######## fifo_pkt_reader_flat ########
Fig. 1: fifo_pkt_reader_flat, routed metal per tile
The bar under the picture is 20 um long. 17 x 17 tiles, from dark blue (low) to red (high), scaled to the fullest tile. Values are wire area over tile area, all layers added.
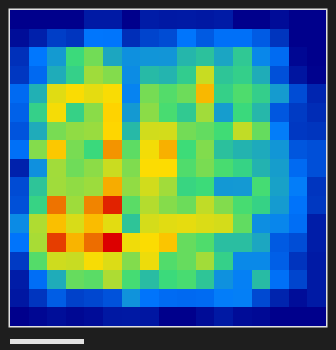
Fig. 2: fifo_pkt_reader_flat, the clock network
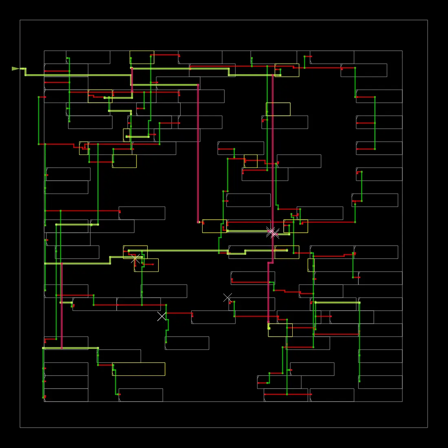
==> config.mk <==
export PLATFORM = sky130hd
export DESIGN_NAME = fifo_pkt_reader_flat
export DESIGN_NICKNAME = d
export VERILOG_FILES = /design/src/rtl/fifo_pkt_reader_if.sv /design/src/rtl/fifo_pkt_reader.sv /design/src/flat_wrapper.sv
export SDC_FILE = /design/constraint.sdc
export NUM_CORES = 1
export LEC_CHECK = 0
export ABC_AREA = 1
export CAP_MARGIN = 20
export CORE_MARGIN = 5
export CORE_UTILIZATION = 63
export DETAILED_ROUTE_END_ITERATION = 6
export DONT_BUFFER_PORTS = 1
export PLACE_DENSITY = 0.79
export SETUP_SLACK_MARGIN = 0.5
export SYNTH_ARGS = -nofsm -noshare
export SYNTH_HDL_FRONTEND = slang
export SYNTH_SLANG_ARGS = --single-unit
==> constraint.sdc <==
create_clock -name clk -period 1.7 [get_ports clk]
set_input_delay 0.17 -clock clk [delete_from_list [all_inputs] [get_ports clk]]
set_output_delay 0.17 -clock clk [all_outputs]
set_load 0.02 [all_outputs]
==> src/rtl/fifo_pkt_reader_if.sv <==
// Handshake bundle between the upstream FIFO, the packet reader and its consumer.
// The master side is whoever owns the FIFO and the consumer; the reader is the slave.
interface fifo_pkt_reader_if #(
    parameter int DATAWIDTH = 18
);
    logic [DATAWIDTH-1:0] fifo_rd_data;
    logic                 fifo_ne;
    logic                 fifo_re;
    logic [DATAWIDTH-1:0] out_data;
    logic                 out_valid;
    logic                 out_ready;
    logic                 out_sop;
    logic                 out_eop;

    modport master (
        output fifo_rd_data, fifo_ne, out_ready,
        input  fifo_re, out_data, out_valid, out_sop, out_eop
    );

    modport slave (
        input  fifo_rd_data, fifo_ne, out_ready,
        output fifo_re, out_data, out_valid, out_sop, out_eop
    );
endinterface

==> src/rtl/fifo_pkt_reader.sv <==
// Packet reader: strips length headers from an upstream FIFO stream and delivers
// the payload words with sop/eop framing through a 2-entry skid buffer.
module fifo_pkt_reader #(
    parameter int DATAWIDTH = 18,
    parameter int LENWIDTH  = 10
) (
    input  logic              clk,
    input  logic              reset_l,
    fifo_pkt_reader_if.slave  pkt,
    output logic              hdr_err,
    output logic [15:0]       pkt_cnt
);
    typedef enum logic {HDR, PAY} state_t;
    localparam int EW = DATAWIDTH + 2;

    state_t              state;
    logic [LENWIDTH-1:0] remaining;
    logic                first;
    logic                run;
    logic [1:0]          occ;
    logic [EW-1:0]       skid_p0;
    logic [EW-1:0]       skid_p1;

    logic                pop_in;
    logic                push;
    logic                take;
    logic [EW-1:0]       entry_in;

    // Pop gating looks only at registered occupancy, so out_ready never reaches fifo_re.
    assign pop_in   = run && pkt.fifo_ne && (occ != 2'd2);
    assign push     = pop_in && (state == PAY);
    assign take     = (occ != 2'd0) && pkt.out_ready;
    assign entry_in = {pkt.fifo_rd_data, first, remaining == LENWIDTH'(1)};

    assign pkt.fifo_re   = pop_in;
    assign pkt.out_valid = (occ != 2'd0);
    assign pkt.out_data  = skid_p0[EW-1:2];
    assign pkt.out_sop   = skid_p0[1];
    assign pkt.out_eop   = skid_p0[0];

    // Header/payload parser; run holds pops off for the first cycle after reset release.
    always_ff @(posedge clk or negedge reset_l) begin
        if (!reset_l) begin
            state     <= HDR;
            remaining <= '0;
            first     <= 1'b0;
            run       <= 1'b0;
            hdr_err   <= 1'b0;
        end else begin
            run <= 1'b1;
            if (pop_in) begin
                case (state)
                    HDR: begin
                        if (pkt.fifo_rd_data[LENWIDTH-1:0] == '0) begin
                            hdr_err <= 1'b1;
                        end else begin
                            remaining <= pkt.fifo_rd_data[LENWIDTH-1:0];
                            first     <= 1'b1;
                            state     <= PAY;
                        end
                    end
                    PAY: begin
                        first     <= 1'b0;
                        remaining <= remaining - LENWIDTH'(1);
                        if (remaining == LENWIDTH'(1)) begin
                            state <= HDR;
                        end
                    end
                    default: state <= HDR;
                endcase
            end
        end
    end

    // Skid buffer: skid_p0 is always the head entry and directly drives the outputs.
    always_ff @(posedge clk or negedge reset_l) begin
        if (!reset_l) begin
            occ     <= 2'd0;
            skid_p0 <= '0;
            skid_p1 <= '0;
            pkt_cnt <= 16'd0;
        end else begin
            if (take && skid_p0[0]) begin
                pkt_cnt <= pkt_cnt + 16'd1;
            end
            case (occ)
                2'd0: begin
                    if (push) begin
                        skid_p0 <= entry_in;
                        occ     <= 2'd1;
                    end
                end
                2'd1: begin
                    if (push && take) begin
                        skid_p0 <= entry_in;
                    end else if (push) begin
                        skid_p1 <= entry_in;
                        occ     <= 2'd2;
                    end else if (take) begin
                        occ <= 2'd0;
                    end
                end
                2'd2: begin
                    if (take) begin
                        skid_p0 <= skid_p1;
                        occ     <= 2'd1;
                    end
                end
                default: occ <= 2'd0;
            endcase
        end
    end
endmodule

==> src/flat_wrapper.sv <==
// flat-port wrapper written by rule: the top's interface ports become plain ports
module fifo_pkt_reader_flat 
#(
    parameter int DATAWIDTH = 18,
    parameter int LENWIDTH  = 10
)
  (clk, reset_l, hdr_err, pkt_cnt, pkt_fifo_rd_data, pkt_fifo_ne, pkt_out_ready, pkt_fifo_re, pkt_out_data, pkt_out_valid, pkt_out_sop, pkt_out_eop);
  fifo_pkt_reader_if #(.DATAWIDTH(DATAWIDTH)) pkt_i ();
  input  logic clk;
  input  logic reset_l;
  output logic hdr_err;
  output logic [15:0] pkt_cnt;
  input wire logic [$bits(pkt_i.fifo_rd_data)-1:0] pkt_fifo_rd_data;
  input wire logic [$bits(pkt_i.fifo_ne)-1:0] pkt_fifo_ne;
  input wire logic [$bits(pkt_i.out_ready)-1:0] pkt_out_ready;
  output wire logic [$bits(pkt_i.fifo_re)-1:0] pkt_fifo_re;
  output wire logic [$bits(pkt_i.out_data)-1:0] pkt_out_data;
  output wire logic [$bits(pkt_i.out_valid)-1:0] pkt_out_valid;
  output wire logic [$bits(pkt_i.out_sop)-1:0] pkt_out_sop;
  output wire logic [$bits(pkt_i.out_eop)-1:0] pkt_out_eop;
  assign pkt_i.fifo_rd_data = pkt_fifo_rd_data;
  assign pkt_i.fifo_ne = pkt_fifo_ne;
  assign pkt_i.out_ready = pkt_out_ready;
  assign pkt_fifo_re = pkt_i.fifo_re;
  assign pkt_out_data = pkt_i.out_data;
  assign pkt_out_valid = pkt_i.out_valid;
  assign pkt_out_sop = pkt_i.out_sop;
  assign pkt_out_eop = pkt_i.out_eop;
  fifo_pkt_reader #(.DATAWIDTH(DATAWIDTH), .LENWIDTH(LENWIDTH)) u_core (.clk(clk), .reset_l(reset_l), .pkt(pkt_i), .hdr_err(hdr_err), .pkt_cnt(pkt_cnt));
endmodule
==> results.sh <==
# physical design summary
export IMPL_synth_avg_cell_area_sq_um=7.67
export IMPL_inverters_excl_clock=52
export IMPL_status="complete, but fails checks"
export IMPL_synth_cell_area_sq_mm=0.00357
export IMPL_whs_ns=-0.505
export IMPL_grt_overflow=0
export IMPL_synth_top_cell_by_area="dfrtp_1"
export IMPL_power_leader="registers"
export IMPL_violations="design-rule violations, negative hold slack"
export IMPL_comb_area_sq_mm=0.00195
export IMPL_die_x_um=85.3
export IMPL_ys_warnings_count=0
export IMPL_crit_path_cell_trace="nand2_4, buf_4, nand4_1, nand2_1, nand2_2, nand2_1"
export IMPL_comb_cell_share_pct=38.8
export IMPL_cp_max_fo=39
export IMPL_comb_power_mw=1.95
export IMPL_clock_buffers=13
export IMPL_antenna_left=0
export IMPL_numSynthFlops=72
export IMPL_hold_violations=72
export IMPL_simple_gate_share_pct=26.6
export IMPL_r2r_start="u_core.occ[1]"
export IMPL_setup_violations_final=0
export IMPL_drc=11
export IMPL_drv_cap=0
export IMPL_cp_arrival_ns=1.98
Notes on Fig. 1 above:
mean over tiles	0.40
fullest tile	1.1
nearly empty tiles	8.0%
densest ninth of the die	centre
routed len/inst: 25.7 um
via count: 4184
gr usage total: 31.4%

Notes on Fig. 2 above:
clk_skew: 0.0135 ns
Clock Latency Late Sink: 0.36 ns
Clk. pwr: 1.47 mW
flip-flops: 72
Num CTS Buffers: 9


######## ecg_peak_detector ########
Fig. 3: ecg_peak_detector, met3 routing
The bar under the picture is 50 um long.
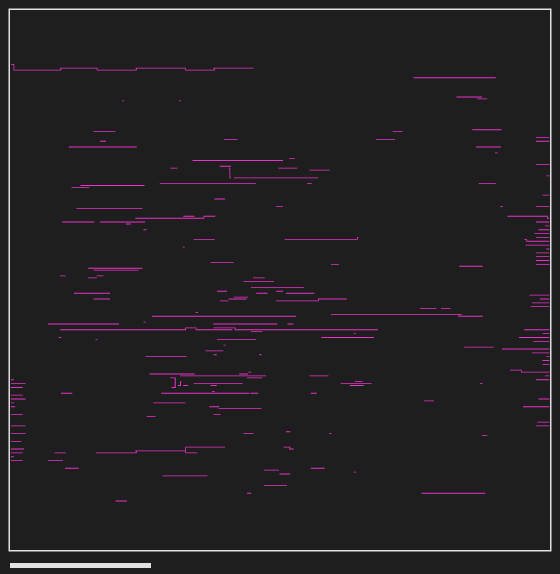
Fig. 4: ecg_peak_detector, the clock network
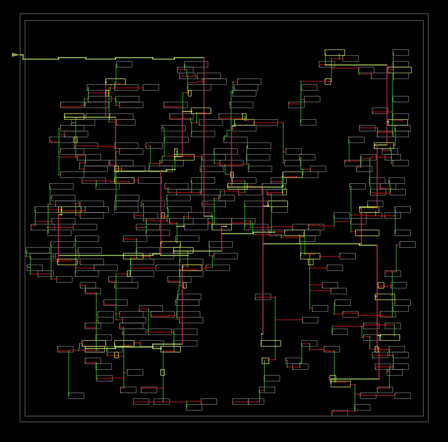
Fig. 5: ecg_peak_detector, routed metal per tile
The bar under the picture is 50 um long. 38 x 38 tiles, from dark blue (low) to red (high), scaled to the fullest tile. Values are wire area over tile area, all layers added.
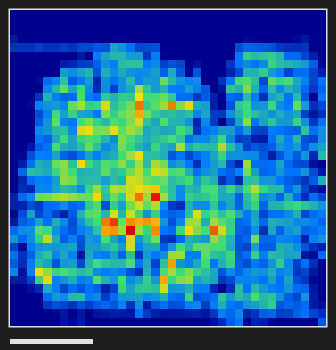
## config.mk

```make
export PLATFORM = sky130hd
export DESIGN_NAME = ecg_peak_detector
export DESIGN_NICKNAME = d
export VERILOG_FILES = /design/src/rtl/ecg_pkg.sv /design/src/rtl/ecg_mwi.sv /design/src/rtl/ecg_peak_detector.sv
export SDC_FILE = /design/constraint.sdc
export NUM_CORES = 1
export LEC_CHECK = 0
export ABC_AREA = 1
export ABC_CLOCK_PERIOD_IN_PS = 3200
export CORE_MARGIN = 2
export CORE_UTILIZATION = 39
export CTS_BUF_LIST = sky130_fd_sc_hd__clkbuf_16
export CTS_CLUSTER_SIZE = 20
export DETAILED_ROUTE_END_ITERATION = 6
export PLACE_DENSITY = 0.56
export RECOVER_POWER = 25
export SYNTH_ARGS = -nofsm -noshare
export SYNTH_HDL_FRONTEND = slang
export SYNTH_HIERARCHICAL = 1
export SYNTH_SLANG_ARGS = --single-unit
export TNS_END_PERCENT = 5
```

## constraint.sdc

```tcl
create_clock -name clk -period 3.2 [get_ports clk]
set_input_delay 0.64 -clock clk [delete_from_list [all_inputs] [get_ports clk]]
set_output_delay 0.64 -clock clk [all_outputs]
set_load 0.005 [all_outputs]
```

## src/rtl/ecg_pkg.sv

```systemverilog
// ecg_pkg: shared types and helpers for the ECG R-peak detector.
// Optional adaptive threshold is enabled with ECG_ADAPTIVE_THRESH_EN.
package ecg_pkg;

    localparam int ECG_DATA_W = 16;

    typedef enum logic [1:0] {
        ST_SEARCH,
        ST_TRACK,
        ST_REFRACT
    } state_t;

    // |v| for a w-bit two's complement value; the most negative code clamps.
    function automatic logic [31:0] sat_abs(input logic signed [31:0] v,
                                            input int w);
        logic signed [31:0] lo;
        lo = -(32'sd1 <<< (w - 1));
        if (v == lo) return 32'(-(lo + 32'sd1));
        if (v < 0) return 32'(-v);
        return 32'(v);
    endfunction

endpackage

```

## src/rtl/ecg_mwi.sv

```systemverilog
// ecg_mwi: rectifier register followed by a moving-window integrator.
// mwi_valid follows the rectified sample by one cycle.
module ecg_mwi
    import ecg_pkg::*;
#(
    parameter int DATA_W  = ECG_DATA_W,
    parameter int WIN_LEN = 8
) (
    input  logic              clk,
    input  logic              rst,
    input  logic [DATA_W-1:0] x,
    input  logic              x_valid,
    output logic [DATA_W-1:0] mwi,
    output logic              mwi_valid
);

    localparam int LW = $clog2(WIN_LEN);
    localparam int SW = DATA_W + LW;

    logic [DATA_W-1:0] a_q;
    logic [DATA_W-1:0] a_d;
    logic              a_vld_q;
    logic [DATA_W-1:0] win_q [WIN_LEN];
    logic [LW-1:0]     wp_q;
    logic [SW-1:0]     sum_q;
    logic [SW-1:0]     sum_d;
    logic              mwi_vld_q;

    assign a_d   = DATA_W'(sat_abs(32'(signed'(x)), DATA_W));
    assign sum_d = sum_q + SW'(a_q) - SW'(win_q[wp_q]);

    always_ff @(posedge clk) begin
        if (rst) begin
            a_q       <= '0;
            a_vld_q   <= 1'b0;
            sum_q     <= '0;
            wp_q      <= '0;
            mwi_vld_q <= 1'b0;
            for (int i = 0; i < WIN_LEN; i++) begin
                win_q[i] <= '0;
            end
        end else begin
            a_vld_q   <= x_valid;
            mwi_vld_q <= a_vld_q;
            if (x_valid) begin
                a_q <= a_d;
            end
            // Oldest entry sits at the write pointer; it leaves as a_q enters.
            if (a_vld_q) begin
                win_q[wp_q] <= a_q;
                sum_q       <= sum_d;
                wp_q        <= wp_q + LW'(1);
            end
        end
    end

    assign mwi       = sum_q[SW-1:LW];
    assign mwi_valid = mwi_vld_q;

endmodule

```

## src/rtl/ecg_peak_detector.sv

```systemverilog
// ecg_peak_detector: MWI smoothing plus threshold/refractory beat FSM.
// Define ECG_ADAPTIVE_THRESH_EN to add the self-adjusting threshold level.
module ecg_peak_detector
    import ecg_pkg::*;
#(
    parameter int DATA_W  = ECG_DATA_W,
    parameter int WIN_LEN = 8,
    parameter int REFRACT = 50,
    parameter int RR_W    = 16
) (
    input  logic              clk,
    input  logic              rst,
    input  logic [DATA_W-1:0] x,
    input  logic              x_valid,
    input  logic [DATA_W-1:0] thresh,
    output logic              peak,
    output logic [DATA_W-1:0] peak_amp,
    output logic [RR_W-1:0]   rr,
    output logic              rr_first
);

    localparam int CW = (REFRACT > 1) ? $clog2(REFRACT) : 1;

    logic [DATA_W-1:0] mwi;
    logic              mwi_valid;
    logic [DATA_W-1:0] thr_eff;

    state_t            state_q, state_d;
    logic [DATA_W-1:0] max_q, max_d;
    logic [RR_W-1:0]   rr_cnt_q, rr_cnt_d;
    logic [RR_W-1:0]   rr_inc;
    logic [CW-1:0]     ref_q, ref_d;
    logic              first_q, first_d;
    logic              peak_q, peak_d;
    logic [DATA_W-1:0] amp_q, amp_d;
    logic [RR_W-1:0]   rr_q, rr_d;
    logic              rrf_q, rrf_d;

    ecg_mwi #(
        .DATA_W  (DATA_W),
        .WIN_LEN (WIN_LEN)
    ) u_mwi (
        .clk       (clk),
        .rst       (rst),
        .x         (x),
        .x_valid   (x_valid),
        .mwi       (mwi),
        .mwi_valid (mwi_valid)
    );

`ifdef ECG_ADAPTIVE_THRESH_EN
    logic [DATA_W-1:0] level_q;

    // Leaky average of beat amplitudes; settles near half the peak height.
    always_ff @(posedge clk) begin
        if (rst) begin
            level_q <= '0;
        end else if (peak_d) begin
            level_q <= level_q - (level_q >> 2) + (max_q >> 3);
        end
    end

    assign thr_eff = (level_q > thresh) ? level_q : thresh;
`else
    assign thr_eff = thresh;
`endif

    assign rr_inc = (rr_cnt_q == '1) ? rr_cnt_q : rr_cnt_q + RR_W'(1);

    always_comb begin
        state_d  = state_q;
        max_d    = max_q;
        rr_cnt_d = rr_cnt_q;
        ref_d    = ref_q;
        first_d  = first_q;
        peak_d   = 1'b0;
        amp_d    = amp_q;
        rr_d     = rr_q;
        rrf_d    = rrf_q;
        if (mwi_valid) begin
            rr_cnt_d = rr_inc;
            unique case (state_q)
                ST_SEARCH: begin
                    if (mwi >= thr_eff) begin
                        state_d = ST_TRACK;
                        max_d   = mwi;
                    end
                end
                ST_TRACK: begin
                    if (mwi < thr_eff) begin
                        peak_d   = 1'b1;
                        amp_d    = max_q;
                        rr_d     = rr_inc;
                        rrf_d    = first_q;
                        rr_cnt_d = '0;
                        first_d  = 1'b0;
                        ref_d    = CW'(REFRACT - 1);
                        state_d  = ST_REFRACT;
                    end else if (mwi > max_q) begin
                        max_d = mwi;
                    end
                end
                ST_REFRACT: begin
                    if (ref_q == '0) begin
                        state_d = ST_SEARCH;
                    end else begin
                        ref_d = ref_q - CW'(1);
                    end
                end
                default: state_d = ST_SEARCH;
            endcase
        end
    end

    always_ff @(posedge clk) begin
        if (rst) begin
            state_q  <= ST_SEARCH;
            max_q    <= '0;
            rr_cnt_q <= '0;
            ref_q    <= '0;
            first_q  <= 1'b1;
            peak_q   <= 1'b0;
            amp_q    <= '0;
            rr_q     <= '0;
            rrf_q    <= 1'b0;
        end else begin
            state_q  <= state_d;
            max_q    <= max_d;
            rr_cnt_q <= rr_cnt_d;
            ref_q    <= ref_d;
            first_q  <= first_d;
            peak_q   <= peak_d;
            amp_q    <= amp_d;
            rr_q     <= rr_d;
            rrf_q    <= rrf_d;
        end
    end

    assign peak     = peak_q;
    assign peak_amp = amp_q;
    assign rr       = rr_q;
    assign rr_first = rrf_q;

endmodule
```

==> results.sh <==
# physical design summary
export IMPL_status="finished clean"
export IMPL_top_cell="nor2_1"
export IMPL_ios=69
export IMPL_cp_arrival_ns=3.50
export IMPL_area_delta_synth_final_pct=17.2
export IMPL_diodes=0
export IMPL_postCtsSetupBuffers=0
export IMPL_hp_class="reg2reg"
export IMPL_dp_hpwl_um=25600
export IMPL_p_comb_share_pct=21.8
export IMPL_synth_edff_count=128
export IMPL_io_buffers=68
export IMPL_rsz0062_at_grt="true"
export IMPL_wl_met3_um=1580
export IMPL_mux_share_pct=0
export IMPL_ys_flop_type="edfxtp_1"
export IMPL_clk_pin_slew_worst_paths_ns=0.06
export IMPL_power_leader="registers"
export IMPL_comb_power_mw=1.86
export IMPL_ys_area_sq_mm=0.0136
export IMPL_crit_slowest_cell="fa_1"
export IMPL_reg2reg_slack_ns=0.15
export IMPL_path_buffers=5
export IMPL_cp_max_fo=13
Notes on Fig. 3 above:
nets with wire on the layer	135
share of all routed wire	4.5%
main direction	horizontal
via count: 11100
final WL: 34900 um
GR met3 Demand/Resource: 2.66%

Notes on Fig. 4 above:
clock sink count: 246
Num CTS Buffers: 28
flip-flops: 246

Notes on Fig. 5 above:
densest ninth of the die	centre
tiles over half the peak	13%
mean over tiles	0.15
fullest tile	0.57
routed len/inst: 15.5 um
gr usage total: 19.5%


######## kv_row_loader ########
[config.mk]
export PLATFORM = sky130hd
export DESIGN_NAME = kv_row_loader
export DESIGN_NICKNAME = d
export VERILOG_FILES = /design/src/rtl/npu_pkg.sv /design/src/rtl/kv_beat_packer.sv /design/src/rtl/kv_row_loader.sv
export SDC_FILE = /design/constraint.sdc
export NUM_CORES = 2
export LEC_CHECK = 0
export ABC_AREA = 1
export CORE_MARGIN = 3
export CORE_UTILIZATION = 47
export DETAILED_ROUTE_END_ITERATION = 10
export GPL_TIMING_DRIVEN = 1
export PLACE_DENSITY_LB_ADDON = 0.3
export REMOVE_ABC_BUFFERS = 1
export SLEW_MARGIN = 20
export SYNTH_ARGS = -nofsm -noshare
export SYNTH_HDL_FRONTEND = slang
export SYNTH_HIERARCHICAL = 1
export SYNTH_SLANG_ARGS = --single-unit
[constraint.sdc]
create_clock -name clk -period 2 [get_ports clk]
set_input_delay 0.3 -clock clk [delete_from_list [all_inputs] [get_ports clk]]
set_output_delay 0.3 -clock clk [all_outputs]
set_load 0.02 [all_outputs]
[src/rtl/npu_pkg.sv]
`default_nettype none
// ============================================================================
// Module   : npu_pkg
// Purpose  : Shared types and helpers for the NPU attention-block loaders.
//            - loader_state_t : K/V row loader state encoding
//            - ceil_div()     : integer ceiling division for derived sizes
// Revision : 1.0 - initial release
// ============================================================================
package npu_pkg;

    typedef enum logic [1:0] {
        IDLE   = 2'd0,
        LOAD_K = 2'd1,
        LOAD_V = 2'd2,
        DONE   = 2'd3
    } loader_state_t;

    function automatic int ceil_div(input int a, input int b);
        return (a + b - 1) / b;
    endfunction

endpackage
`default_nettype wire

[src/rtl/kv_beat_packer.sv]
`default_nettype none
// ============================================================================
// Module   : kv_beat_packer
// Purpose  : Assembles BEAT_BYTES-wide beats into an N-byte row.
// Ports    : clk, rst_n     - clock, async active-low reset
//            clear          - drop the partial row, restart at beat 0
//            accept         - a beat is taken this cycle
//            beat_data      - beat payload, byte b at [8b+:8]
//            row_next       - current row with this cycle's beat inserted
//            row_done       - accept of the final beat of a row (comb pulse)
// Revision : 1.0 - initial release
// ============================================================================
module kv_beat_packer
    import npu_pkg::*;
#(
    parameter int N          = 44,
    parameter int BEAT_BYTES = 8
) (
    input  logic                    clk,
    input  logic                    rst_n,
    input  logic                    clear,
    input  logic                    accept,
    input  logic [8*BEAT_BYTES-1:0] beat_data,
    output logic [8*N-1:0]          row_next,
    output logic                    row_done
);

    localparam int c_BPR = ceil_div(N, BEAT_BYTES);
    localparam int c_BCW = (c_BPR > 1) ? $clog2(c_BPR) : 1;
    localparam logic [c_BCW-1:0] c_LAST_BEAT = c_BCW'(c_BPR - 1);

    logic [c_BCW-1:0] r_beat_cnt;
    logic [8*N-1:0]   r_row;
    logic             w_last_beat;

    // Each row byte has a fixed beat slot; it takes the beat byte only while
    // that slot is the current beat. Beat bytes mapping past N have no row
    // byte and are therefore dropped.
    genvar j;
    generate
        for (j = 0; j < N; j++) begin : g_byte
            localparam logic [c_BCW-1:0] c_SLOT = c_BCW'(j / BEAT_BYTES);
            assign row_next[8*j +: 8] = (r_beat_cnt == c_SLOT)
                                      ? beat_data[8*(j % BEAT_BYTES) +: 8]
                                      : r_row[8*j +: 8];
        end
    endgenerate

    assign w_last_beat = (r_beat_cnt == c_LAST_BEAT);
    assign row_done    = accept & w_last_beat;

    always_ff @(posedge clk or negedge rst_n) begin
        if (!rst_n) begin
            r_beat_cnt <= '0;
            r_row      <= '0;
        end else if (clear) begin
            r_beat_cnt <= '0;
        end else if (accept) begin
            r_row      <= row_next;
            r_beat_cnt <= w_last_beat ? '0 : r_beat_cnt + 1'b1;
        end
    end

endmodule
`default_nettype wire

[src/rtl/kv_row_loader.sv]
`default_nettype none
// ============================================================================
// Module   : kv_row_loader
// Purpose  : Write-side feeder for the attention K and V buffers. Packs a
//            beat stream into N-byte rows, writes M rows to K then M rows to
//            V, and flags kv_loaded once both matrices are complete.
// Ports    : clk, rst_n               - clock, async active-low reset
//            start                    - begin / restart a K-then-V load
//            in_valid/in_data/in_ready- beat stream handshake
//            K_wr_en/addr/data        - K RAM write port (registered)
//            V_wr_en/addr/data        - V RAM write port (registered)
//            busy                     - load in progress
//            kv_loaded                - both matrices written
// Revision : 1.0 - initial release
// ============================================================================
module kv_row_loader
    import npu_pkg::*;
#(
    parameter int M          = 166,
    parameter int N          = 44,
    parameter int BEAT_BYTES = 8,
    parameter int AW         = $clog2(M)
) (
    input  logic                    clk,
    input  logic                    rst_n,
    input  logic                    start,
    input  logic                    in_valid,
    input  logic [8*BEAT_BYTES-1:0] in_data,
    output logic                    in_ready,
    output logic                    K_wr_en,
    output logic [AW-1:0]           K_wr_addr,
    output logic [8*N-1:0]          K_wr_data,
    output logic                    V_wr_en,
    output logic [AW-1:0]           V_wr_addr,
    output logic [8*N-1:0]          V_wr_data,
    output logic                    busy,
    output logic                    kv_loaded
);

    localparam logic [AW-1:0] c_LAST_ROW = AW'(M - 1);

    loader_state_t  r_state;
    logic [AW-1:0]  r_row_cnt;
    logic           w_accept;
    logic           w_row_done;
    logic [8*N-1:0] w_row_next;

    // Readiness is a pure decode of the state register, so it never depends
    // on in_valid and cannot form a combinational loop with the source.
    assign in_ready = (r_state == LOAD_K) || (r_state == LOAD_V);
    assign busy     = in_ready;
    assign w_accept = in_valid & in_ready;

    kv_beat_packer #(
        .N          (N),
        .BEAT_BYTES (BEAT_BYTES)
    ) u_packer (
        .clk       (clk),
        .rst_n     (rst_n),
        .clear     (start),
        .accept    (w_accept),
        .beat_data (in_data),
        .row_next  (w_row_next),
        .row_done  (w_row_done)
    );

    always_ff @(posedge clk or negedge rst_n) begin
        if (!rst_n) begin
            r_state   <= IDLE;
            r_row_cnt <= '0;
            K_wr_en   <= 1'b0;
            K_wr_addr <= '0;
            K_wr_data <= '0;
            V_wr_en   <= 1'b0;
            V_wr_addr <= '0;
            V_wr_data <= '0;
            kv_loaded <= 1'b0;
        end else begin
            K_wr_en <= 1'b0;
            V_wr_en <= 1'b0;
            if (start) begin
                // Restart takes priority over everything, including a
                // final-beat accept in the same cycle: that row is dropped.
                r_state   <= LOAD_K;
                r_row_cnt <= '0;
                kv_loaded <= 1'b0;
            end else begin
                unique case (r_state)
                    LOAD_K: begin
                        if (w_row_done) begin
                            K_wr_en   <= 1'b1;
                            K_wr_addr <= r_row_cnt;
                            K_wr_data <= w_row_next;
                            if (r_row_cnt == c_LAST_ROW) begin
                                r_row_cnt <= '0;
                                r_state   <= LOAD_V;
                            end else begin
                                r_row_cnt <= r_row_cnt + 1'b1;
                            end
                        end
                    end
                    LOAD_V: begin
                        if (w_row_done) begin
                            V_wr_en   <= 1'b1;
                            V_wr_addr <= r_row_cnt;
                            V_wr_data <= w_row_next;
                            if (r_row_cnt == c_LAST_ROW) begin
                                r_row_cnt <= '0;
                                r_state   <= DONE;
                                kv_loaded <= 1'b1;
                            end else begin
                                r_row_cnt <= r_row_cnt + 1'b1;
                            end
                        end
                    end
                    IDLE, DONE: begin
                        r_state <= r_state;
                    end
                    default: begin
                        r_state <= IDLE;
                    end
                endcase
            end
        end
    end

endmodule
`default_nettype wire

==> results.sh <==
# physical design summary
export IMPL_status="complete, but fails checks"
export IMPL_violations="negative setup slack"
export IMPL_postCtsSetupBuffers=10
export IMPL_clk_pin_slew_worst_paths_ns=0.07
export IMPL_fin_cells=8037
export IMPL_numSynthFlops=1088
export IMPL_r2r_end="K_wr_data[218]"
export IMPL_comb_area_sq_mm=0.0162
export IMPL_synth_async_reset_ratio_pct=100
export IMPL_ys_top_logic_family="simple AND/OR/NAND/NOR gates"
export IMPL_simple_gate_share_pct=23.9
export IMPL_path_class="reg2reg"
export IMPL_ys_sh_adder_pct=0.130
export IMPL_seq_cell_share_pct=42.4
export IMPL_comb_cells=3512
export IMPL_postLayoutSetupSlackWorst_ns=-0.183
export IMPL_grt_util_met2_pct=48.0
export IMPL_synth_cell_types=29
export IMPL_area_dominant_class="flip-flops and latches"
export IMPL_grt_overflow=0
export IMPL_hold_violations=0
export IMPL_top_cell="nand2_1"
export IMPL_met3_usage_pct=4.85
export IMPL_setup_violations_final=833
export IMPL_power_leader="registers"
Fig. 6: kv_row_loader, the clock network
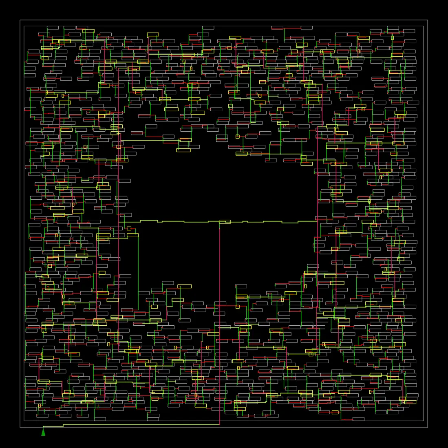
clk_skew: 0.0244 ns
Clk. pwr: 22.7 mW
clock sink count: 1088
final-layout clock buffer total: 164
flip-flops: 1088

Fig. 7: kv_row_loader, signal wires on met1
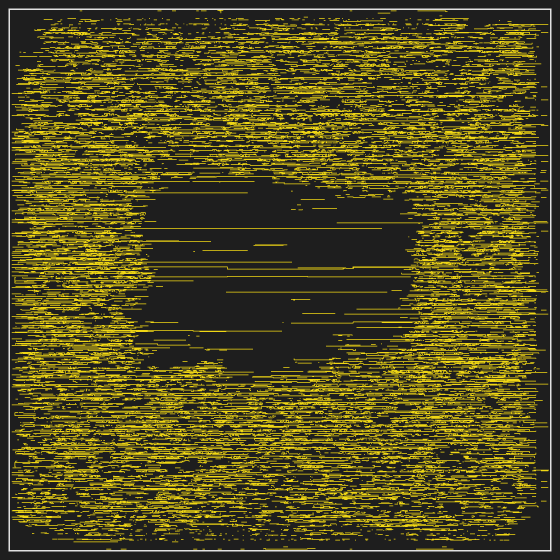
longest straight run	179 um
wire length on this layer	62.4 mm
share of all routed wire	39%
GR Util met1: 35.1%
final WL: 158000 um
via count: 42300



## Gallery

Placed cells, one colour a class.
Fill, decap, tap and diode cells in grey.
(a)
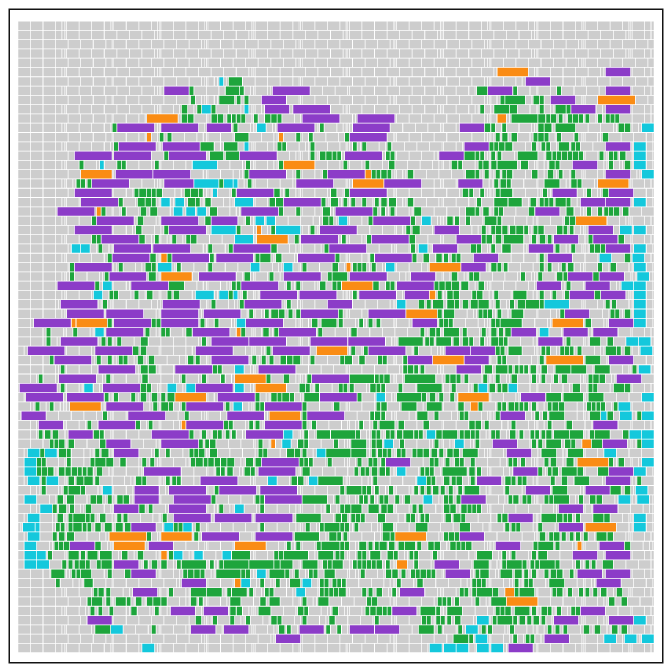
(b)
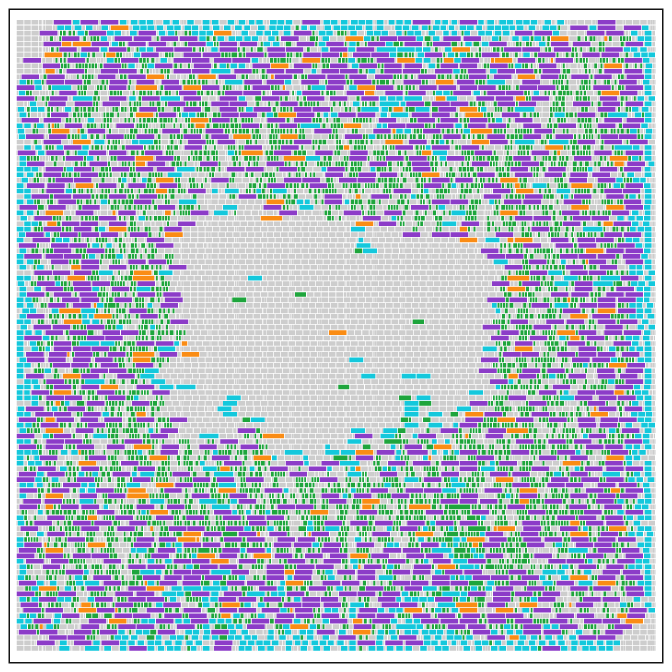
(c)
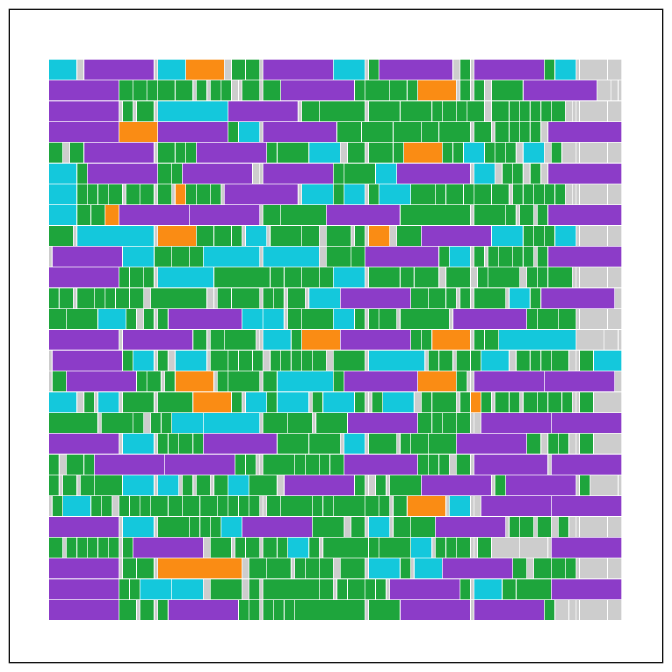
The one with the lowest utilization is (a).
- kv_row_loader = (b)
- ecg_peak_detector = (a)
- fifo_pkt_reader_flat = (c)

Key to (a):
colour	class	cells	share of their area
green	remaining logic cells	1361	45%
orange	clock drivers and dummy loads	52	5.9%
cyan	remaining buffers and delay cells	142	8.4%
purple	sequential cells	246	40%

No activity file was given, so power comes from the tool's default toggle rates.
